=== round_scorer ===
Figure 1. The metal 2 layer (round_scorer).
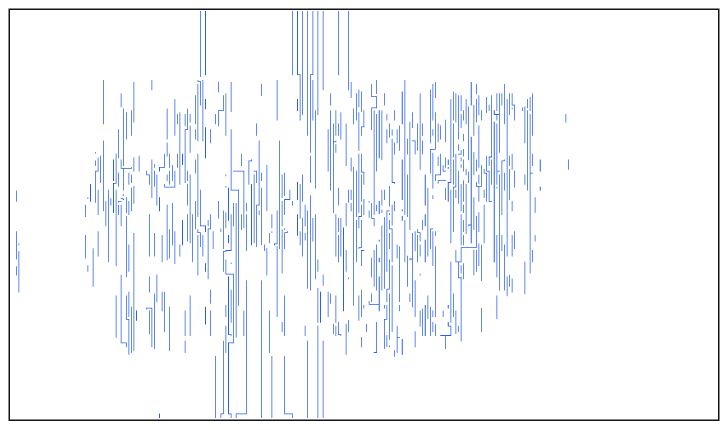

**config.mk**
```make
export PLATFORM = sky130hd
export DESIGN_NAME = round_scorer
export DESIGN_NICKNAME = d
export VERILOG_FILES = /design/src/rtl/tow_pkg.sv /design/src/rtl/seg7_digit.sv /design/src/rtl/round_scorer.sv
export SDC_FILE = /design/constraint.sdc
export NUM_CORES = 1
export LEC_CHECK = 0
export CAP_MARGIN = 20
export CORE_ASPECT_RATIO = 0.5
export CORE_MARGIN = 10
export CORE_UTILIZATION = 45
export CTS_CLUSTER_DIAMETER = 30
export CTS_CLUSTER_SIZE = 40
export DETAILED_ROUTE_END_ITERATION = 7
export GPL_ROUTABILITY_DRIVEN = 0
export GPL_TIMING_DRIVEN = 0
export PLACE_DENSITY = 0.77
export SLEW_MARGIN = 10
export SYNTH_ARGS = -nofsm -noshare
export SYNTH_HDL_FRONTEND = slang
export SYNTH_SLANG_ARGS = --single-unit
```
**constraint.sdc**
```tcl
create_clock -name clk -period 2.1 [get_ports clk]
set_clock_uncertainty 0.1 [all_clocks]
set_input_delay 0.21 -clock clk [delete_from_list [all_inputs] [get_ports clk]]
set_output_delay 0.21 -clock clk [all_outputs]
set_load 0.01 [all_outputs]
```
**src/rtl/tow_pkg.sv**
```systemverilog
// -----------------------------------------------------------------------------
// tow_pkg
// Definitions shared by the tug-of-war display and scoring blocks:
//   - state_t      : round scorer FSM states (PLAY, HOLD, RESTART, OVER)
//   - WIN_*        : winner codes driven on the 2-bit winner output
//   - SEG_*        : active-low 7-segment patterns {g,f,e,d,c,b,a}
//   - seg7_encode  : 3-bit digit to active-low segment pattern
// -----------------------------------------------------------------------------
package tow_pkg;

  typedef enum logic [1:0] {
    PLAY    = 2'd0,
    HOLD    = 2'd1,
    RESTART = 2'd2,
    OVER    = 2'd3
  } state_t;

  localparam logic [1:0] WIN_NONE  = 2'b00;
  localparam logic [1:0] WIN_RIGHT = 2'b01;
  localparam logic [1:0] WIN_LEFT  = 2'b10;

  // Active-low segments, bit order {g,f,e,d,c,b,a}.
  localparam logic [6:0] SEG_BLANK = 7'b1111111;
  localparam logic [6:0] SEG_0     = 7'b1000000;
  localparam logic [6:0] SEG_1     = 7'b1111001;
  localparam logic [6:0] SEG_2     = 7'b0100100;
  localparam logic [6:0] SEG_3     = 7'b0110000;
  localparam logic [6:0] SEG_4     = 7'b0011001;
  localparam logic [6:0] SEG_5     = 7'b0010010;
  localparam logic [6:0] SEG_6     = 7'b0000010;
  localparam logic [6:0] SEG_7     = 7'b1111000;

  // Maps a digit 0..7 to its segment pattern.
  function automatic logic [6:0] seg7_encode(input logic [2:0] value);
    logic [6:0] seg;
    case (value)
      3'd0:    seg = SEG_0;
      3'd1:    seg = SEG_1;
      3'd2:    seg = SEG_2;
      3'd3:    seg = SEG_3;
      3'd4:    seg = SEG_4;
      3'd5:    seg = SEG_5;
      3'd6:    seg = SEG_6;
      3'd7:    seg = SEG_7;
      default: seg = SEG_BLANK;
    endcase
    return seg;
  endfunction

endpackage

```
**src/rtl/seg7_digit.sv**
```systemverilog
// -----------------------------------------------------------------------------
// seg7_digit
// Purely combinational single-digit decoder for an active-low 7-segment
// display. Shared by every block that shows a small count on a HEX digit.
// Ports:
//   value_i  in  3  digit to show (0..7)
//   seg_o    out 7  active-low segments {g..a}
// -----------------------------------------------------------------------------
module seg7_digit
  import tow_pkg::*;
(
  input  logic [2:0] value_i,
  output logic [6:0] seg_o
);

  // Digit to segment lookup.
  always_comb begin
    seg_o = seg7_encode(value_i);
  end

endmodule

```
**src/rtl/round_scorer.sv**
```systemverilog
// -----------------------------------------------------------------------------
// round_scorer
// Watches the two edge lights of the playfield and the conditioned player
// presses, declares a round winner when the light is pushed off an edge,
// keeps both scores, shows them on two HEX digits, pulses the field
// re-centre request and ends the match at WIN_SCORE.
// Parameters:
//   WIN_SCORE    rounds needed to take the match (1..7)
//   HOLD_CYCLES  cycles the winner is shown before the field restarts (>=1)
//   HOLD_W       hold counter width, 2**HOLD_W > HOLD_CYCLES
// Ports:
//   clk          in  1  system clock
//   reset        in  1  synchronous, active-high
//   L, R         in  1  one-cycle player presses (already synchronised)
//   left_end     in  1  leftmost playfield light
//   right_end    in  1  rightmost playfield light
//   round_reset  out 1  re-centre request to the playfield
//   winner       out 2  00 none, 01 right, 10 left
//   game_over    out 1  match finished
//   left_score   out 3  left rounds won
//   right_score  out 3  right rounds won
//   hex_left     out 7  active-low segments of left_score
//   hex_right    out 7  active-low segments of right_score
// -----------------------------------------------------------------------------
module round_scorer
  import tow_pkg::*;
#(
  parameter int WIN_SCORE   = 7,
  parameter int HOLD_CYCLES = 4,
  parameter int HOLD_W      = 26
) (
  input  logic       clk,
  input  logic       reset,
  input  logic       L,
  input  logic       R,
  input  logic       left_end,
  input  logic       right_end,
  output logic       round_reset,
  output logic [1:0] winner,
  output logic       game_over,
  output logic [2:0] left_score,
  output logic [2:0] right_score,
  output logic [6:0] hex_left,
  output logic [6:0] hex_right
);

  localparam logic [2:0]        WIN_SCORE_Q = 3'(WIN_SCORE);
  localparam logic [HOLD_W-1:0] HOLD_LAST   = HOLD_W'(HOLD_CYCLES - 1);
  localparam logic [HOLD_W-1:0] HOLD_ONE    = HOLD_W'(1);

  state_t            state_q, state_d;
  logic [1:0]        winner_q, winner_d;
  logic [2:0]        left_score_q, left_score_d;
  logic [2:0]        right_score_q, right_score_d;
  logic [HOLD_W-1:0] hold_cnt_q, hold_cnt_d;

  logic              left_win_s;
  logic              right_win_s;
  logic [2:0]        winner_score_s;

  // A press only counts when its own end is lit and the opponent did not
  // press in the same cycle; simultaneous presses cancel out, so both terms
  // can never be true together.
  always_comb begin
    left_win_s     = left_end  & L & ~R;
    right_win_s    = right_end & R & ~L;
    winner_score_s = (winner_q == WIN_LEFT) ? left_score_q : right_score_q;
  end

  // State and datapath registers.
  always_ff @(posedge clk) begin
    if (reset) begin
      state_q       <= PLAY;
      winner_q      <= WIN_NONE;
      left_score_q  <= 3'd0;
      right_score_q <= 3'd0;
      hold_cnt_q    <= '0;
    end else begin
      state_q       <= state_d;
      winner_q      <= winner_d;
      left_score_q  <= left_score_d;
      right_score_q <= right_score_d;
      hold_cnt_q    <= hold_cnt_d;
    end
  end

  // Next-state and datapath update.
  always_comb begin
    state_d       = state_q;
    winner_d      = winner_q;
    left_score_d  = left_score_q;
    right_score_d = right_score_q;
    hold_cnt_d    = hold_cnt_q;
    case (state_q)
      PLAY: begin
        if (left_win_s) begin
          // Saturate so a score can never wrap back to zero.
          if (left_score_q < WIN_SCORE_Q) begin
            left_score_d = left_score_q + 3'd1;
          end else begin
            left_score_d = left_score_q;
          end
          winner_d   = WIN_LEFT;
          hold_cnt_d = '0;
          state_d    = HOLD;
        end else if (right_win_s) begin
          if (right_score_q < WIN_SCORE_Q) begin
            right_score_d = right_score_q + 3'd1;
          end else begin
            right_score_d = right_score_q;
          end
          winner_d   = WIN_RIGHT;
          hold_cnt_d = '0;
          state_d    = HOLD;
        end else begin
          state_d = PLAY;
        end
      end
      HOLD: begin
        // Counter reads 0 in the first HOLD cycle, so comparing against
        // HOLD_CYCLES-1 leaves HOLD after exactly HOLD_CYCLES cycles.
        hold_cnt_d = hold_cnt_q + HOLD_ONE;
        if (hold_cnt_q == HOLD_LAST) begin
          if (winner_score_s == WIN_SCORE_Q) begin
            state_d = OVER;
          end else begin
            state_d = RESTART;
          end
        end else begin
          state_d = HOLD;
        end
      end
      RESTART: begin
        state_d  = PLAY;
        winner_d = WIN_NONE;
      end
      OVER: begin
        state_d = OVER;
      end
      default: begin
        state_d = PLAY;
      end
    endcase
  end

  // Moore outputs decoded from the registered state.
  always_comb begin
    case (state_q)
      RESTART: begin
        round_reset = 1'b1;
        game_over   = 1'b0;
      end
      OVER: begin
        round_reset = 1'b1;
        game_over   = 1'b1;
      end
      default: begin
        round_reset = 1'b0;
        game_over   = 1'b0;
      end
    endcase
    winner      = winner_q;
    left_score  = left_score_q;
    right_score = right_score_q;
  end

  seg7_digit u_hex_left (
    .value_i (left_score_q),
    .seg_o   (hex_left)
  );

  seg7_digit u_hex_right (
    .value_i (right_score_q),
    .seg_o   (hex_right)
  );

endmodule

```
=== mac_stream_unit ===
--- src/rtl/mac_pkg.sv ---
// mac_pkg: shared definitions for the MAC-to-activation datapath.
//   mac_state_e  : sequencing states of the MAC stream unit.
//   *_DEF        : default operand / accumulator / result widths.
//   sat_narrow() : arithmetic right shift plus narrowing to OUT_W_DEF bits.
// Configuration macro: MAC_STREAM_SAT_EN
//   defined   -> narrowing saturates to the signed OUT_W_DEF range
//   undefined -> narrowing keeps the low OUT_W_DEF bits (two's-complement wrap)
package mac_pkg;

  typedef enum logic [1:0] {
    ACCUM = 2'd0,
    DRAIN = 2'd1,
    FINAL = 2'd2
  } mac_state_e;

  localparam int unsigned DATA_W_DEF = 8;
  localparam int unsigned ACC_W_DEF  = 24;
  localparam int unsigned OUT_W_DEF  = 16;

  // Accumulators are sign-extended to this width before narrowing so one
  // function serves every accumulator width up to 64 bits.
  localparam int unsigned NARROW_W = 64;

  localparam logic signed [NARROW_W-1:0] OUT_MAX =
    (64'sd1 <<< (OUT_W_DEF - 1)) - 64'sd1;
  localparam logic signed [NARROW_W-1:0] OUT_MIN =
    -(64'sd1 <<< (OUT_W_DEF - 1));

  // >>> on a signed operand floors toward negative infinity.
  function automatic logic [OUT_W_DEF-1:0] sat_narrow(
    input logic signed [NARROW_W-1:0] acc,
    input int unsigned                shift
  );
`ifdef MAC_STREAM_SAT_EN
    logic signed [NARROW_W-1:0] s;
    s = acc >>> shift;
    if (s > OUT_MAX) begin
      return OUT_MAX[OUT_W_DEF-1:0];
    end else if (s < OUT_MIN) begin
      return OUT_MIN[OUT_W_DEF-1:0];
    end else begin
      return s[OUT_W_DEF-1:0];
    end
`else
    return OUT_W_DEF'(acc >>> shift);
`endif
  endfunction

endpackage

--- src/rtl/mac_stream_unit.sv ---
// mac_stream_unit: streams signed operand pairs, accumulates VEC_LEN-long dot
// products and emits one narrowed result per vector as a one-cycle strobe.
// Ports:
//   clk        clock
//   reset_n    synchronous active-low reset (priority over clear)
//   clear      synchronous flush, aborts the vector in progress, holds mac_out
//   a_in/b_in  signed operands, sampled only when in_valid && in_ready
//   in_valid   operand pair valid
//   in_ready   unit can accept a pair (ACCUM state only)
//   mac_out    signed result, held between strobes
//   valid_out  one-cycle result strobe, 3 clocks after the last beat
// Configuration macro: MAC_STREAM_SAT_EN (saturating narrowing; see mac_pkg).
module mac_stream_unit
  import mac_pkg::*;
#(
  parameter int unsigned DATA_W     = DATA_W_DEF,
  parameter int unsigned VEC_LEN    = 4,
  parameter int unsigned ACC_W      = ACC_W_DEF,
  parameter int unsigned OUT_W      = OUT_W_DEF,
  parameter int unsigned FRAC_SHIFT = 0
) (
  input  logic              clk,
  input  logic              reset_n,
  input  logic              clear,
  input  logic [DATA_W-1:0] a_in,
  input  logic [DATA_W-1:0] b_in,
  input  logic              in_valid,
  output logic              in_ready,
  output logic [OUT_W-1:0]  mac_out,
  output logic              valid_out
);

  localparam int unsigned PROD_W = 2 * DATA_W;
  localparam int unsigned CNT_W  = $clog2(VEC_LEN);
  localparam logic [CNT_W-1:0] LAST_BEAT = CNT_W'(VEC_LEN - 1);

  if (VEC_LEN < 2) begin : g_chk_vec
    $error("mac_stream_unit: VEC_LEN must be >= 2");
  end
  if (ACC_W < PROD_W + $clog2(VEC_LEN)) begin : g_chk_acc
    $error("mac_stream_unit: ACC_W too narrow for VEC_LEN products");
  end
  if (ACC_W > NARROW_W) begin : g_chk_acc_max
    $error("mac_stream_unit: ACC_W exceeds narrowing width");
  end
  if (OUT_W != OUT_W_DEF) begin : g_chk_out
    $error("mac_stream_unit: OUT_W is fixed to the activation input width");
  end

  mac_state_e               state_q, state_d;
  logic [CNT_W-1:0]         cnt_q, cnt_d;
  logic signed [ACC_W-1:0]  acc_q, acc_d;
  logic signed [PROD_W-1:0] prod_q, prod_d;
  logic                     pv_q, pv_d;
  logic [OUT_W-1:0]         out_q, out_d;
  logic                     vo_q, vo_d;
  logic                     accept;

  // Gating ready with reset_n and clear keeps "accepted" identical to
  // in_valid && in_ready, so a beat offered alongside clear is never taken.
  assign in_ready  = reset_n && !clear && (state_q == ACCUM);
  assign accept    = in_valid && in_ready;
  assign mac_out   = out_q;
  assign valid_out = vo_q;

  always_comb begin
    state_d = state_q;
    cnt_d   = cnt_q;
    acc_d   = acc_q;
    prod_d  = prod_q;
    pv_d    = accept;
    out_d   = out_q;
    vo_d    = 1'b0;

    if (accept) begin
      prod_d = PROD_W'(signed'(a_in)) * PROD_W'(signed'(b_in));
    end

    if (pv_q) begin
      acc_d = acc_q + ACC_W'(prod_q);
    end

    case (state_q)
      ACCUM: begin
        if (accept) begin
          if (cnt_q == LAST_BEAT) begin
            cnt_d   = '0;
            state_d = DRAIN;
          end else begin
            cnt_d = cnt_q + CNT_W'(1);
          end
        end
      end
      DRAIN: begin
        state_d = FINAL;
      end
      FINAL: begin
        // No product is pending here, so clearing acc cannot drop a beat.
        out_d   = sat_narrow(NARROW_W'(acc_q), FRAC_SHIFT);
        vo_d    = 1'b1;
        acc_d   = '0;
        state_d = ACCUM;
      end
      default: begin
        state_d = ACCUM;
      end
    endcase

    if (clear) begin
      state_d = ACCUM;
      cnt_d   = '0;
      acc_d   = '0;
      pv_d    = 1'b0;
      vo_d    = 1'b0;
    end
  end

  always_ff @(posedge clk) begin
    if (!reset_n) begin
      state_q <= ACCUM;
      cnt_q   <= '0;
      acc_q   <= '0;
      prod_q  <= '0;
      pv_q    <= 1'b0;
      out_q   <= '0;
      vo_q    <= 1'b0;
    end else begin
      state_q <= state_d;
      cnt_q   <= cnt_d;
      acc_q   <= acc_d;
      prod_q  <= prod_d;
      pv_q    <= pv_d;
      out_q   <= out_d;
      vo_q    <= vo_d;
    end
  end

endmodule

--- config.mk ---
export PLATFORM = sky130hd
export DESIGN_NAME = mac_stream_unit
export DESIGN_NICKNAME = d
export VERILOG_FILES = /design/src/rtl/mac_pkg.sv /design/src/rtl/mac_stream_unit.sv
export SDC_FILE = /design/constraint.sdc
export NUM_CORES = 1
export LEC_CHECK = 0
export ABC_CLOCK_PERIOD_IN_PS = 6000
export CAP_MARGIN = 20
export CELL_PAD_IN_SITES_DETAIL_PLACEMENT = 2
export CELL_PAD_IN_SITES_GLOBAL_PLACEMENT = 2
export CORE_MARGIN = 3
export CORE_UTILIZATION = 38
export CTS_BUF_LIST = sky130_fd_sc_hd__clkbuf_4 sky130_fd_sc_hd__clkbuf_8
export CTS_CLUSTER_DIAMETER = 30
export DETAILED_ROUTE_END_ITERATION = 12
export PLACE_DENSITY = 0.91
export REMOVE_ABC_BUFFERS = 1
export SKIP_LAST_GASP = 1
export SYNTH_ARGS = -nofsm -noshare
export SYNTH_HDL_FRONTEND = slang
export SYNTH_SLANG_ARGS = --single-unit
export TNS_END_PERCENT = 20
--- constraint.sdc ---
create_clock -name clk -period 6 [get_ports clk]
set_clock_uncertainty 0.1 [all_clocks]
set_input_delay 1.2 -clock clk [delete_from_list [all_inputs] [get_ports clk]]
set_output_delay 1.2 -clock clk [all_outputs]
set_load 0.005 [all_outputs]
Figure 2. Signal wires on met4 (round_scorer).
The bar under the picture is 50 um long.
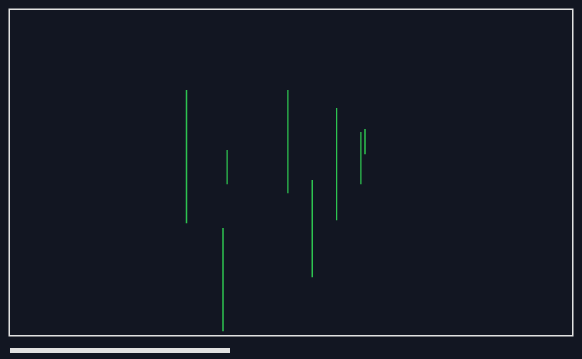
The layer carries 148 um of wire. The longest straight run is 29.9 um. The wires run mostly vertical. 7 nets have wire on it.

Notes on Figure 1 above:
The wires run mostly vertical. 293 nets have wire on it. The layer holds 47% of the routed length.

==> results.toml, round_scorer <==
# synthesis and place-and-route metrics
[status]
outcome = "completed"

[setup_path]
critPathLaunch = "L"
critical_path.cell_chain = "clkdlybuf4s50_1 -> and3b_1 -> buf_2 -> and2_4 -> a32o_2 -> ha_1 -> mux2_4"
critical_path.slowest_cell = "sky130_fd_sc_hd__clkdlybuf4s50_1"
worstPathRequired_ns = 2.18

[synthesis]
yosys.cell_types.count = 44
synthesis.instances = 285
dominantRegCellSynth = "sky130_fd_sc_hd__dfxtp_1"

[floorplanning]
fp.dieArea_um2 = 9400

[run]
warning_count = 34

[final_layout]
fraction_of_final_layout_cells_with_drive_strength_greater_than_1_pct = 12.5
comb-cell-share_pct = 47.0
layout.area.top_class = "combinational gates"
antenna_cells = 0

[clocking]
htree_num_levels = 2
cts_buffers = 5

[grt]
pin_count_of_the_biggest_net_entering_global_routing = 17

[sta]
layout_worst_path_cycle_share_pct = 95.7
actual_slew_at_the_worst_max_slew_pin_ns = 0.456

[placement]
port_buffers = 29
round_scorer: worst max-delay path: cells and delay by family:
family	cells	cell delay, ns
compound gates	1	0.30
simple gates	2	0.37
fa+ha+maj	1	0.31
mux	1	0.27
buf+inv	2	0.63
round_scorer: power by group through the flow:
stage                     clock, W  combinational [W]  sequential (W)
final                     0.000843           0.000192        0.000983
after global routing      0.000886           0.000206        0.000985
after CTS                 0.000857           0.000187        0.000981
after detailed placement         0           0.000185         0.00100
after global placement           0           0.000178         0.00100
after floorplan                  0           0.000107         0.00101
round_scorer: synthesized netlist by cell type, drive strengths merged (7+ instances only):
master / instances
a21oi: 23
buf: 10
clkbuf: 7
dfxtp: 50
ha: 13
inv: 11
mux2i: 11
nand2: 19
nand3: 16
nand4: 10
nor2: 11
nor4: 8
o21ai: 8
o31ai: 14
or4: 14
round_scorer: what timing repair did:
action,CTS,global route
setup buffers,0,0
gates resized,3,10
setup endpoints to repair,6,8
round_scorer: sequential cells by signal, indices dropped and copies added, names as in the netlist:
register	cells
hold_cnt_q	26
u_hex_left.seg_o	7
u_hex_right.seg_o	7
left_score	3
right_score	3
state_q	2
winner	2
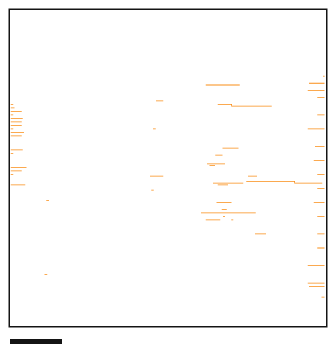
Figure 3: mac_stream_unit, signal wires on met3.
The bar under the picture is 20 um long.
46 nets have wire on it. The longest straight run is 20.9 um. The layer carries 262 um of wire. The wires run mostly horizontal. The layer holds 1.9% of the routed length.

==> results.toml, mac_stream_unit <==
# synthesis and place-and-route metrics
[status]
outcome = "completed"

[floorplanning]
fp-row-count = 41
i_o_pin_count = 38
die-height_um = 123

[final_layout]
layout.cells.non_filler = 799
layout.area.comb_um2 = 3690
ff_latch_area_um2 = 1080
layout.clock_buffers = 6
finish.instance_area_um2 = 5900

[setup_path]
setup.worst_path.class = "in -> reg"
crit_path_frequent_cell = "sky130_fd_sc_hd__fa_1"
critPathTopFamily = "adder cells"
crit_buf_inv = 4
r2r_start = "acc_q[5]"
timing.rr.end = "acc_q[15]"

[detailed_routing]
postRouteAntennaNets = 0

[synthesis]
synthAoiAreaFrac_pct = 14.6
post_synth_main_area_contributors = "sky130_fd_sc_hd__fa_1 (22%), sky130_fd_sc_hd__dfxtp_1 (21%), sky130_fd_sc_hd__ha_1 (11%), sky130_fd_sc_hd__inv_1 (6.6%), sky130_fd_sc_hd__and2_1 (5.8%)"
synthArstFlopShare_pct = 0
synth_xor_xnor_area_share_pct = 3.73
synthDominantCellAreaShare_pct = 21.7

[clocking]
cts_max_path_buffers = 2
worst_skew_pair.late_latency_ns = 0.32
tritoncts = "done"

[placement]
place.detailed.hpwl_um = 11800
place_congestion = 0.872

[sta]
max_clock_freq_ghz = 0.175
hold_slack_ns = 0.373
normalized_max_slew_margin_pct = 51.0
actual_slew_at_the_worst_max_slew_pin_ns = 0.734

[grt]
grt.total_usage_pct = 20.1
[mac_stream_unit: cell families after synthesis]
family / Yosys count
AND/OR/NAND/NOR: 191
AND-OR/OR-AND: 107
buffers and inverters: 106
adder cells (fa/ha/maj): 101
flip-flops: 54
XOR/XNOR: 22
multiplexers: 8
[mac_stream_unit: metal layers]
| layer | GRT usage (%) | part of all wire (%) |
|---|---|---|
| met1 | 22.8 | 42 |
| met2 | 40.2 | 54 |
| met3 | 1.71 | 1.9 |
| met4 | 4.48 | 1.8 |
| met5 | 0 | 0 |
[mac_stream_unit: where the power goes]
part / leakage, nW / switching (W) / internal (W)
registers: 0.437 / 0.0000178 / 0.000383
clock network: 0.0714 / 0.000123 / 0.000178
logic: 2.05 / 0.000585 / 0.000442
total: 2.56 / 0.000726 / 0.00100
[mac_stream_unit: sequential cells by signal, indices dropped and copies added, names as in the netlist]
name / cells
acc_q: 16
prod_q: 16
mac_out: 16
state_q: 2
cnt_q: 2
valid_out: 1
pv_q: 1
[mac_stream_unit: what timing repair did]
action | CTS | global route
resized | 0 | 1
setup endpoints to repair | 0 | 1
hold endpoints to repair | 0 | 0

==> notes/layouts.md <==
Pictures saved along the way, in no particular order.

Met1 routing.
picture 1
The bar under the picture is 50 um long. Cells faint in the background.
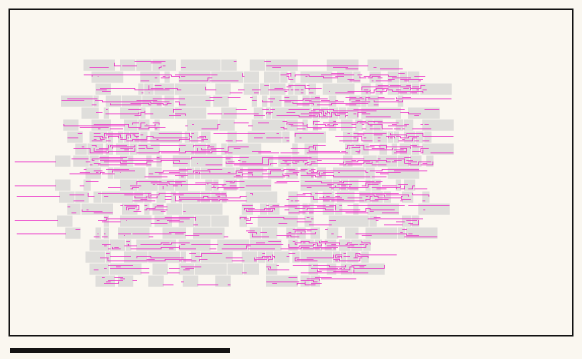
picture 2
The bar under the picture is 20 um long. Cells faint in the background.
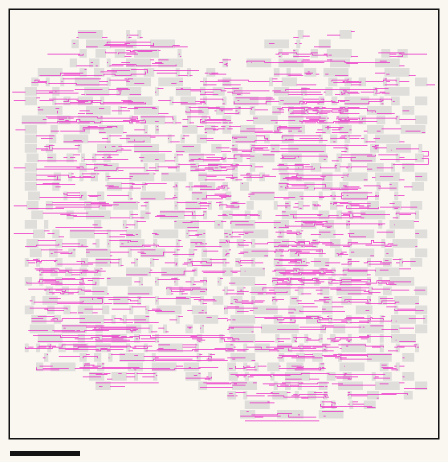
picture 2: mac_stream_unit
picture 1: round_scorer


=== ac97_play_sched ===
Figure 4. The metal 2 layer (ac97_play_sched).
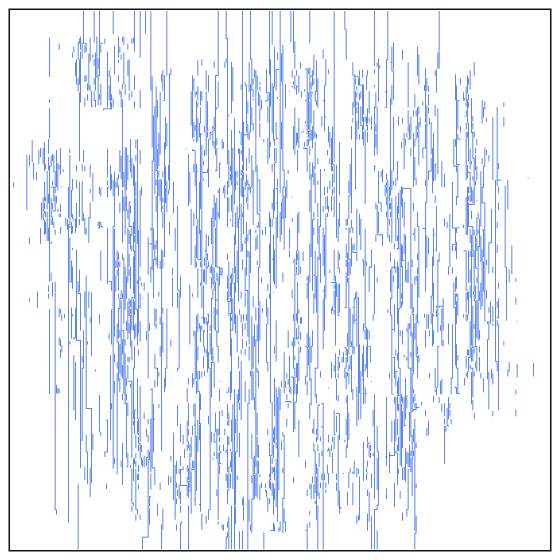

<file path="src/rtl/ac97_pkg.sv">
// Shared types and constants for the AC97 playback scheduler: state encoding,
// PCM sample width, underrun counter width and the optional attenuation helper.
package ac97_pkg;

   localparam int PCM_W      = 16;
   localparam int UNDERRUN_W = 8;

   typedef enum logic [1:0] {
      ST_IDLE  = 2'd0,
      ST_PRIME = 2'd1,
      ST_PLAY  = 2'd2,
      ST_MUTE  = 2'd3
   } play_state_t;

   // Arithmetic right shift keeps the sign of the two's-complement sample.
   function automatic logic [PCM_W-1:0] atten_shift(input logic [PCM_W-1:0] sample,
                                                    input logic [3:0]       shift);
      return PCM_W'($signed(sample) >>> shift);
   endfunction

endpackage

</file>
<file path="src/rtl/ac97_pair_fifo.sv">
// Stereo-pair FIFO ({left, right} per 32-bit entry) with occupancy count and
// a synchronous flush; DEPTH must be a power of two so pointers wrap naturally.
module ac97_pair_fifo #(
   parameter int DEPTH = 8,
   localparam int AW   = $clog2(DEPTH)
) (
   input  logic        clk,
   input  logic        srst,
   input  logic        flush,
   input  logic        push,
   input  logic        pop,
   input  logic [31:0] wr_data,
   output logic [31:0] rd_data,
   output logic        full,
   output logic        empty,
   output logic [AW:0] count
);

   logic [31:0]   mem [DEPTH];
   logic [AW-1:0] wr_ptr_reg;
   logic [AW-1:0] rd_ptr_reg;
   logic [AW:0]   count_reg;
   logic          do_push;
   logic          do_pop;

   assign full    = (count_reg == (AW+1)'(DEPTH));
   assign empty   = (count_reg == '0);
   assign count   = count_reg;
   assign do_push = push && !full;
   assign do_pop  = pop && !empty;

   // Head is read combinationally so a pop lands on the link register the
   // cycle after the frame strobe without a prefetch stage.
   assign rd_data = mem[rd_ptr_reg];

   always_ff @(posedge clk) begin
      if (do_push && !srst && !flush)
         mem[wr_ptr_reg] <= wr_data;
   end

   always_ff @(posedge clk) begin
      if (srst || flush) begin
         wr_ptr_reg <= '0;
         rd_ptr_reg <= '0;
         count_reg  <= '0;
      end else begin
         if (do_push)
            wr_ptr_reg <= wr_ptr_reg + 1'b1;
         if (do_pop)
            rd_ptr_reg <= rd_ptr_reg + 1'b1;
         case ({do_push, do_pop})
            2'b10:   count_reg <= count_reg + 1'b1;
            2'b01:   count_reg <= count_reg - 1'b1;
            default: count_reg <= count_reg;
         endcase
      end
   end

endmodule

</file>
<file path="src/rtl/ac97_play_sched.sv">
// AC97 playback scheduler: primes a pair FIFO, pops one pair per frame strobe,
// mutes and counts underruns. Define AC97_PLAY_SCHED_VOLUME_EN for the Atten port.
module ac97_play_sched
   import ac97_pkg::*;
#(
   parameter int FIFO_DEPTH  = 8,
   parameter int PRIME_LEVEL = 4
) (
   input  logic                  ClkIn,
   input  logic                  Reset,
   input  logic                  Enable,
   input  logic                  Dec_Valid,
   input  logic [PCM_W-1:0]      Dec_Left,
   input  logic [PCM_W-1:0]      Dec_Right,
   output logic                  Dec_Ready,
   input  logic                  New_Frame,
   output logic [PCM_W-1:0]      PCM_Playback_Left,
   output logic [PCM_W-1:0]      PCM_Playback_Right,
   output logic [UNDERRUN_W-1:0] Underrun_Cnt,
   output logic [1:0]            State
`ifdef AC97_PLAY_SCHED_VOLUME_EN
   ,
   input  logic [3:0]            Atten
`endif
);

   localparam int CW = $clog2(FIFO_DEPTH) + 1;
   localparam logic [CW-1:0] PRIME_CNT = CW'(PRIME_LEVEL);

   play_state_t           state_reg;
   logic [PCM_W-1:0]      pcm_left_reg;
   logic [PCM_W-1:0]      pcm_right_reg;
   logic [UNDERRUN_W-1:0] underrun_reg;

   logic          fifo_flush;
   logic          fifo_push;
   logic          fifo_pop;
   logic [31:0]   fifo_rd;
   logic          fifo_full;
   logic          fifo_empty;
   logic [CW-1:0] fifo_count;
   logic [PCM_W-1:0] pop_left;
   logic [PCM_W-1:0] pop_right;

   assign Dec_Ready  = Enable && (state_reg != ST_IDLE) && !fifo_full;
   assign fifo_push  = Dec_Valid && Dec_Ready;
   assign fifo_pop   = Enable && (state_reg == ST_PLAY) && New_Frame && !fifo_empty;
   assign fifo_flush = !Enable || (state_reg == ST_IDLE);

`ifdef AC97_PLAY_SCHED_VOLUME_EN
   assign pop_left  = atten_shift(fifo_rd[31:16], Atten);
   assign pop_right = atten_shift(fifo_rd[15:0], Atten);
`else
   assign pop_left  = fifo_rd[31:16];
   assign pop_right = fifo_rd[15:0];
`endif

   ac97_pair_fifo #(
      .DEPTH (FIFO_DEPTH)
   ) u_fifo (
      .clk     (ClkIn),
      .srst    (Reset),
      .flush   (fifo_flush),
      .push    (fifo_push),
      .pop     (fifo_pop),
      .wr_data ({Dec_Left, Dec_Right}),
      .rd_data (fifo_rd),
      .full    (fifo_full),
      .empty   (fifo_empty),
      .count   (fifo_count)
   );

   always_ff @(posedge ClkIn) begin
      if (Reset) begin
         state_reg     <= ST_IDLE;
         pcm_left_reg  <= '0;
         pcm_right_reg <= '0;
         underrun_reg  <= '0;
      end else if (!Enable) begin
         state_reg     <= ST_IDLE;
         pcm_left_reg  <= '0;
         pcm_right_reg <= '0;
      end else begin
         case (state_reg)
            ST_IDLE: begin
               pcm_left_reg  <= '0;
               pcm_right_reg <= '0;
               state_reg     <= ST_PRIME;
            end
            ST_PRIME, ST_MUTE: begin
               pcm_left_reg  <= '0;
               pcm_right_reg <= '0;
               if (fifo_count >= PRIME_CNT)
                  state_reg <= ST_PLAY;
            end
            ST_PLAY: begin
               // Outputs hold between strobes; an empty FIFO at a strobe mutes.
               if (New_Frame) begin
                  if (!fifo_empty) begin
                     pcm_left_reg  <= pop_left;
                     pcm_right_reg <= pop_right;
                  end else begin
                     pcm_left_reg  <= '0;
                     pcm_right_reg <= '0;
                     if (underrun_reg != '1)
                        underrun_reg <= underrun_reg + UNDERRUN_W'(1);
                     state_reg <= ST_MUTE;
                  end
               end
            end
            default: state_reg <= ST_IDLE;
         endcase
      end
   end

   assign PCM_Playback_Left  = pcm_left_reg;
   assign PCM_Playback_Right = pcm_right_reg;
   assign Underrun_Cnt       = underrun_reg;
   assign State              = state_reg;

endmodule

</file>
<file path="config.mk">
export PLATFORM = sky130hd
export DESIGN_NAME = ac97_play_sched
export DESIGN_NICKNAME = d
export VERILOG_FILES = /design/src/rtl/ac97_pkg.sv /design/src/rtl/ac97_pair_fifo.sv /design/src/rtl/ac97_play_sched.sv
export SDC_FILE = /design/constraint.sdc
export NUM_CORES = 1
export LEC_CHECK = 0
export ABC_AREA = 1
export CORE_MARGIN = 5
export CORE_UTILIZATION = 43
export CTS_CLUSTER_DIAMETER = 150
export DETAILED_ROUTE_END_ITERATION = 10
export DONT_BUFFER_PORTS = 1
export GPL_TIMING_DRIVEN = 1
export PLACE_DENSITY_LB_ADDON = 0.25
export RECOVER_POWER = 100
export SETUP_SLACK_MARGIN = 0.15
export SLEW_MARGIN = 40
export SYNTH_ARGS = -nofsm -noshare
export SYNTH_HDL_FRONTEND = slang
export SYNTH_SLANG_ARGS = --single-unit
</file>
<file path="constraint.sdc">
create_clock -name ClkIn -period 4.45 [get_ports ClkIn]
set_input_delay 0.445 -clock ClkIn [delete_from_list [all_inputs] [get_ports ClkIn]]
set_output_delay 0.445 -clock ClkIn [all_outputs]
set_load 0.005 [all_outputs]
</file>
=== multicycle_control ===
==> src/rtl/mips_ctrl_pkg.sv <==
// Shared encodings for the multicycle MIPS control FSM: states, opcodes and mux select codes.
package mips_ctrl_pkg;

    typedef enum logic [3:0] {
        S_FETCH     = 4'd0,
        S_DECODE    = 4'd1,
        S_MEM_ADDR  = 4'd2,
        S_MEM_RD    = 4'd3,
        S_MEM_WB    = 4'd4,
        S_MEM_WR    = 4'd5,
        S_R_EXEC    = 4'd6,
        S_R_WB      = 4'd7,
        S_BRANCH    = 4'd8,
        S_JUMP      = 4'd9,
        S_ADDI_EXEC = 4'd10,
        S_ADDI_WB   = 4'd11
    } state_e;

    localparam logic [5:0] OP_RTYPE = 6'h00;
    localparam logic [5:0] OP_J     = 6'h02;
    localparam logic [5:0] OP_BEQ   = 6'h04;
    localparam logic [5:0] OP_ADDI  = 6'h08;
    localparam logic [5:0] OP_LW    = 6'h23;
    localparam logic [5:0] OP_SW    = 6'h2B;

    localparam logic [1:0] ALUOP_ADD   = 2'b00;
    localparam logic [1:0] ALUOP_SUB   = 2'b01;
    localparam logic [1:0] ALUOP_FUNCT = 2'b10;

    localparam logic [1:0] PCSRC_ALU    = 2'b00;
    localparam logic [1:0] PCSRC_ALUOUT = 2'b01;
    localparam logic [1:0] PCSRC_JUMP   = 2'b10;

    localparam logic [1:0] SRCB_REG      = 2'b00;
    localparam logic [1:0] SRCB_FOUR     = 2'b01;
    localparam logic [1:0] SRCB_SEXT     = 2'b10;
    localparam logic [1:0] SRCB_SEXT_SHL = 2'b11;

    typedef struct packed {
        logic       pc_write;
        logic       pc_write_cond;
        logic       i_or_d;
        logic       mem_read;
        logic       mem_write;
        logic       ir_write;
        logic       reg_dst;
        logic       mem_to_reg;
        logic       reg_write;
        logic       alu_src_a;
        logic [1:0] alu_src_b;
        logic [1:0] alu_op;
        logic [1:0] pc_src;
        logic       illegal_op;
    } ctrl_t;

    function automatic logic is_mem_op(input logic [5:0] op);
        return (op == OP_LW) || (op == OP_SW);
    endfunction

endpackage

==> src/rtl/multicycle_control.sv <==
// Multicycle MIPS control unit: one state register, combinational next-state and output decode.
// FETCH/DECODE | IF+ID; MEM_ADDR/MEM_RD/MEM_WB/MEM_WR | lw/sw; R_EXEC/R_WB | R-type;
// BRANCH | beq; JUMP | j; ADDI_EXEC/ADDI_WB | addi. Unused encodings fall back to FETCH.
module multicycle_control
    import mips_ctrl_pkg::*;
#(
    parameter int OPCODE_WIDTH = 6,
    parameter int STATE_WIDTH  = 4
) (
    input  logic                    CLK,
    input  logic                    RST,
    input  logic [OPCODE_WIDTH-1:0] OPCODE,
    input  logic                    MEM_READY,
    output logic                    PC_WRITE,
    output logic                    PC_WRITE_COND,
    output logic                    I_OR_D,
    output logic                    MEM_READ,
    output logic                    MEM_WRITE,
    output logic                    IR_WRITE,
    output logic                    REG_DST,
    output logic                    MEM_TO_REG,
    output logic                    REG_WRITE,
    output logic                    ALU_SRC_A,
    output logic [1:0]              ALU_SRC_B,
    output logic [1:0]              ALU_OP,
    output logic [1:0]              PC_SRC,
    output logic                    ILLEGAL_OP,
    output logic [STATE_WIDTH-1:0]  STATE
);

    state_e     state_q;
    state_e     state_d;
    ctrl_t      ctrl;
    logic [5:0] op;

    assign op = 6'(OPCODE);

    always_ff @(posedge CLK or posedge RST) begin
        if (RST) begin
            state_q <= S_FETCH;
        end else begin
            state_q <= state_d;
        end
    end

    always_comb begin
        state_d = S_FETCH;
        ctrl    = '0;
        case (state_q)
            S_FETCH: begin
                ctrl.mem_read  = 1'b1;
                ctrl.alu_src_b = SRCB_FOUR;
                ctrl.alu_op    = ALUOP_ADD;
                ctrl.pc_src    = PCSRC_ALU;
                ctrl.ir_write  = MEM_READY;
                ctrl.pc_write  = MEM_READY;
                state_d        = MEM_READY ? S_DECODE : S_FETCH;
            end
            S_DECODE: begin
                ctrl.alu_src_b = SRCB_SEXT_SHL;
                ctrl.alu_op    = ALUOP_ADD;
                if (is_mem_op(op)) begin
                    state_d = S_MEM_ADDR;
                end else if (op == OP_RTYPE) begin
                    state_d = S_R_EXEC;
                end else if (op == OP_BEQ) begin
                    state_d = S_BRANCH;
                end else if (op == OP_J) begin
                    state_d = S_JUMP;
                end else if (op == OP_ADDI) begin
                    state_d = S_ADDI_EXEC;
                end else begin
                    ctrl.illegal_op = 1'b1;
                    state_d         = S_FETCH;
                end
            end
            S_MEM_ADDR: begin
                ctrl.alu_src_a = 1'b1;
                ctrl.alu_src_b = SRCB_SEXT;
                ctrl.alu_op    = ALUOP_ADD;
                state_d        = (op == OP_LW) ? S_MEM_RD : S_MEM_WR;
            end
            S_MEM_RD: begin
                ctrl.mem_read = 1'b1;
                ctrl.i_or_d   = 1'b1;
                state_d       = MEM_READY ? S_MEM_WB : S_MEM_RD;
            end
            S_MEM_WB: begin
                ctrl.reg_write  = 1'b1;
                ctrl.mem_to_reg = 1'b1;
                state_d         = S_FETCH;
            end
            S_MEM_WR: begin
                ctrl.mem_write = 1'b1;
                ctrl.i_or_d    = 1'b1;
                state_d        = MEM_READY ? S_FETCH : S_MEM_WR;
            end
            S_R_EXEC: begin
                ctrl.alu_src_a = 1'b1;
                ctrl.alu_src_b = SRCB_REG;
                ctrl.alu_op    = ALUOP_FUNCT;
                state_d        = S_R_WB;
            end
            S_R_WB: begin
                ctrl.reg_write = 1'b1;
                ctrl.reg_dst   = 1'b1;
                state_d        = S_FETCH;
            end
            S_BRANCH: begin
                ctrl.alu_src_a     = 1'b1;
                ctrl.alu_src_b     = SRCB_REG;
                ctrl.alu_op        = ALUOP_SUB;
                ctrl.pc_write_cond = 1'b1;
                ctrl.pc_src        = PCSRC_ALUOUT;
                state_d            = S_FETCH;
            end
            S_JUMP: begin
                ctrl.pc_write = 1'b1;
                ctrl.pc_src   = PCSRC_JUMP;
                state_d       = S_FETCH;
            end
            S_ADDI_EXEC: begin
                ctrl.alu_src_a = 1'b1;
                ctrl.alu_src_b = SRCB_SEXT;
                ctrl.alu_op    = ALUOP_ADD;
                state_d        = S_ADDI_WB;
            end
            S_ADDI_WB: begin
                ctrl.reg_write = 1'b1;
                state_d        = S_FETCH;
            end
            default: begin
                state_d = S_FETCH;
            end
        endcase
    end

    // Strobes are masked by RST directly so they drop the instant reset rises, not at the next edge.
    assign PC_WRITE      = ctrl.pc_write      & ~RST;
    assign PC_WRITE_COND = ctrl.pc_write_cond & ~RST;
    assign IR_WRITE      = ctrl.ir_write      & ~RST;
    assign REG_WRITE     = ctrl.reg_write     & ~RST;
    assign MEM_WRITE     = ctrl.mem_write     & ~RST;
    assign MEM_READ      = ctrl.mem_read      & ~RST;
    assign ILLEGAL_OP    = ctrl.illegal_op    & ~RST;

    assign I_OR_D     = ctrl.i_or_d;
    assign REG_DST    = ctrl.reg_dst;
    assign MEM_TO_REG = ctrl.mem_to_reg;
    assign ALU_SRC_A  = ctrl.alu_src_a;
    assign ALU_SRC_B  = ctrl.alu_src_b;
    assign ALU_OP     = ctrl.alu_op;
    assign PC_SRC     = ctrl.pc_src;
    assign STATE      = STATE_WIDTH'(state_q);

endmodule

==> config.mk <==
export PLATFORM = sky130hd
export DESIGN_NAME = multicycle_control
export DESIGN_NICKNAME = d
export VERILOG_FILES = /design/src/rtl/mips_ctrl_pkg.sv /design/src/rtl/multicycle_control.sv
export SDC_FILE = /design/constraint.sdc
export NUM_CORES = 1
export LEC_CHECK = 0
export ABC_AREA = 1
export CORE_MARGIN = 3
export CORE_UTILIZATION = 40
export DETAILED_ROUTE_END_ITERATION = 12
export PLACE_DENSITY_LB_ADDON = 0.1
export SYNTH_ARGS = -nofsm -noshare
export SYNTH_HDL_FRONTEND = slang
export SYNTH_SLANG_ARGS = --single-unit
==> constraint.sdc <==
create_clock -name CLK -period 2 [get_ports CLK]
set_input_delay 0.2 -clock CLK [delete_from_list [all_inputs] [get_ports CLK]]
set_output_delay 0.2 -clock CLK [all_outputs]
set_load 0.005 [all_outputs]
Figure 5. Clock nets (multicycle_control).
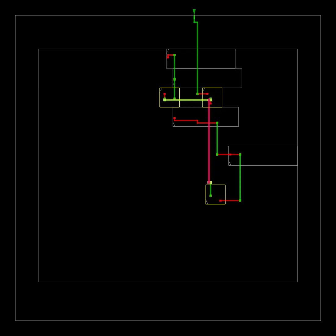
maximum clock skew at final layout: 0.00745 ns
flip-flops: 4
clock latency of the later-clocked register in the worst-skew pair: 0.24 ns

==> results.toml, multicycle_control <==
# synthesis and place-and-route metrics
[clocking]
cts_max_path_buffers = 2
ctsRootBufferMaster = "sky130_fd_sc_hd__clkbuf_4"
tritoncts = "done"
cts.repair_timing.setup_buffer_count = 0

[floorplanning]
fp.dieArea_um2 = 1830
fp-row-count = 12

[setup_path]
worstRegToRegCells = 6
worst_setup_path_end_kind = "primary output"
critical_path.cell_chain = "inv_1 -> nor2_4 -> nand2_1 -> nand3_1 -> nand2_1 -> inv_1 -> clkdlybuf4s50_1"
cp_slowest_stage_delay_ns = 0.49

[power]
power.share.switching_pct = 34.6
power_leakage_nw = 0.533
power.share.clock_pct = 27.1

[synthesis]
edf_count = 0
yosys_warns = 0
postSynthRegisterBits = 4
synth_xor_xnor_area_share_pct = 0

[detailed_routing]
highest-signal-layer = "met4"

[grt]
pin_count_of_the_biggest_net_entering_global_routing = 8

[status]
outcome = "completed"

[run]
warning_count = 26
[multicycle_control: power groups by stage]
| stage | Combinational, W | Sequential (W) | Clock [W] |
|---|---|---|---|
| global route | 0.000183 | 0.000104 | 0.000105 |
| finish | 0.000166 | 0.000102 | 0.0000999 |
| CTS | 0.000165 | 0.0000993 | 0.000101 |
| detailed placement | 0.000163 | 0.0000991 | 0 |
| global placement | 0.000160 | 0.0000985 | 0 |
| floorplan | 0.0000755 | 0.0000982 | 0 |
[multicycle_control: worst max-delay path, delay by kind of cell (launching register included)]
family	cells	cell delay (ns)
buf+inv	3	0.65
flops	1	0.44
simple gates	4	0.36
[multicycle_control: metrics by stage]
stage | setup WS, ns | setup TNS [ns] | power, W | cells | hold WS (ns)
floorplan | 0.799 | 0 | 0.000174 | 104 | -0.0171
global placement | 0.165 | 0 | 0.000258 | 149 | 0.676
detailed placement | 0.0912 | 0 | 0.000262 | 149 | 0.685
CTS | 0.000943 | 0 | 0.000365 | 152 | 0.457
global route | -0.0176 | -0.0176 | 0.000392 | 152 | 0.508
finish | 0.103 | 0 | 0.000368 | 152 | 0.457
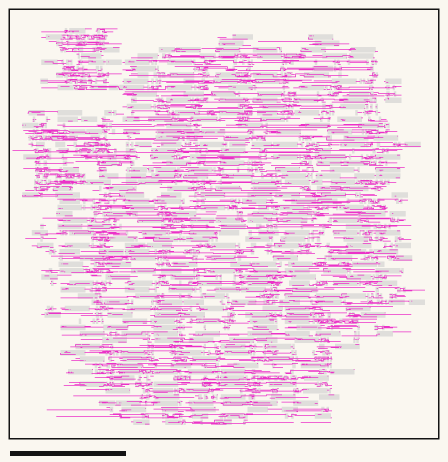
Figure 6: ac97_play_sched, met1 routing.
The bar under the picture is 50 um long. Cells faint in the background.
The wires run mostly horizontal. 1275 nets have wire on it. The layer holds 45% of the routed length. The layer carries 13000 um of wire.
via total after detailed routing: 8446
DRT Wirelength: 29200 um
global routing met1 resource utilization: 22.8%

About Figure 4:
The layer carries 13900 um of wire. The wires run mostly vertical. The layer holds 48% of the routed length. The longest straight run is 102 um.
met2 GRT Util: 28.8%

==> results.toml, ac97_play_sched <==
# synthesis and place-and-route metrics
[sta]
layout_worst_path_cycle_share_pct = 74.4
final_max_slew_viol_count = 92
max_clock_freq_ghz = 0.302
clock-skew-final_ns = 0.0166
setup-violations-final = 0
hold_slack_ns = 0.0278
fin_setup_tns_ns = 0

[run]
maxCapViolations = 2

[placement]
port_buffers = 0
place.detailed.hpwl_um = 16300

[synthesis]
synth_xor_xnor_area_share_pct = 0.402
synthAdderAreaFrac_pct = 0.574
post_synth_mux_share_pct = 0
postSynthRegisterBits = 311
synth_stat.cells = 1304
synthArstFlopShare_pct = 0
synth-simple-area-share_pct = 20.8
synth.cells.most_frequent = "sky130_fd_sc_hd__nand2_1 (398), sky130_fd_sc_hd__edfxtp_1 (256), sky130_fd_sc_hd__inv_1 (222)"
syn-mean-instance-area_um2 = 10.0

[final_layout]
ff_latch_area_um2 = 8790
fill_cells = 2750
comb-cell-share_pct = 21.6
final_layout_top_logic_cell = "sky130_fd_sc_hd__nand2_1"
num-nonclk-inverters = 224
final_nets = 1345
layout.clock_buffers = 50

[status]
violations = "capacitance limit, slew limit"
outcome = "finished with violations"

[clocking]
worst_skew_pair.late_latency_ns = 0.51
tritoncts = "done"
cts_buffers = 35

[grt]
grt.total_usage_pct = 17.3

[detailed_routing]
drc_errors = 0

[setup_path]
worst_ep_arrival_time_ns = 3.49
crit_path_max_fanout = 17

[floorplanning]
coreArea_um2 = 29800
core_util_floorplan_pct = 43.9
-- ac97_play_sched: stage by stage --
stage	cells	worst slack, ns	utilization [%]
after global placement	1653	1.81	45.1
final	1718	1.14	48.9
after floorplan	1304	0.826	-
after CTS	1718	1.73	49.2
after detailed placement	1654	1.73	45.2
after global routing	1718	0.794	48.9
-- ac97_play_sched: per-layer routing --
| layer | wire length [um] | vias up | GRT usage [%] |
|---|---|---|---|
| met2 | 13900 | 163 | 28.8 |
| li1 | - | 4208 | - |
| met5 | 0 | - | 0 |
| met4 | 653 | 0 | 5.44 |
| met3 | 1620 | 55 | 3.85 |
| met1 | 13000 | 4020 | 22.8 |
-- ac97_play_sched: worst paths after layout --
kind | startpoint | end | slack, ns | cells after the start
worst max-delay path | State[1] | u_fifo.mem[5][14] | 1.14 | 7
worst min-delay path | Dec_Left[6] | u_fifo.mem[0][22] | 0.03 | 0
worst max register to register | State[1] | u_fifo.mem[5][14] | 1.14 | 7
worst min register to register | PCM_Playback_Right[8] | PCM_Playback_Right[8] | 0.48 | 2
-- ac97_play_sched: repair_timing --
action / 4_1_cts / 5_1_grt
hold endpoints to repair: 7 / 0
hold buffers: 1 / 0
gates resized: 0 / 0
buffers inserted: 0 / 0


==> layout pictures side by side <==
Signal wires on met3.
(a)
The bar under the picture is 50 um long.
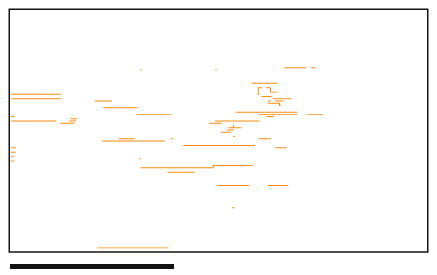
(b)
The bar under the picture is 50 um long.
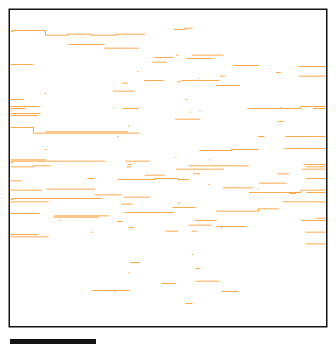
(c)
The bar under the picture is 10 um long.
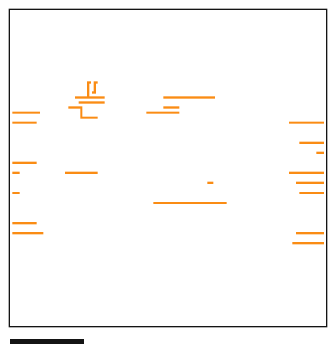
round_scorer -> (a)
ac97_play_sched -> (b)
multicycle_control -> (c)
The one with the largest die is (b).

Key to (a):
The longest straight run is 22.1 um. The layer holds 5.2% of the routed length. The wires run mostly horizontal. 38 nets have wire on it. The layer carries 315 um of wire.

Power and IR drop assume default switching activity.
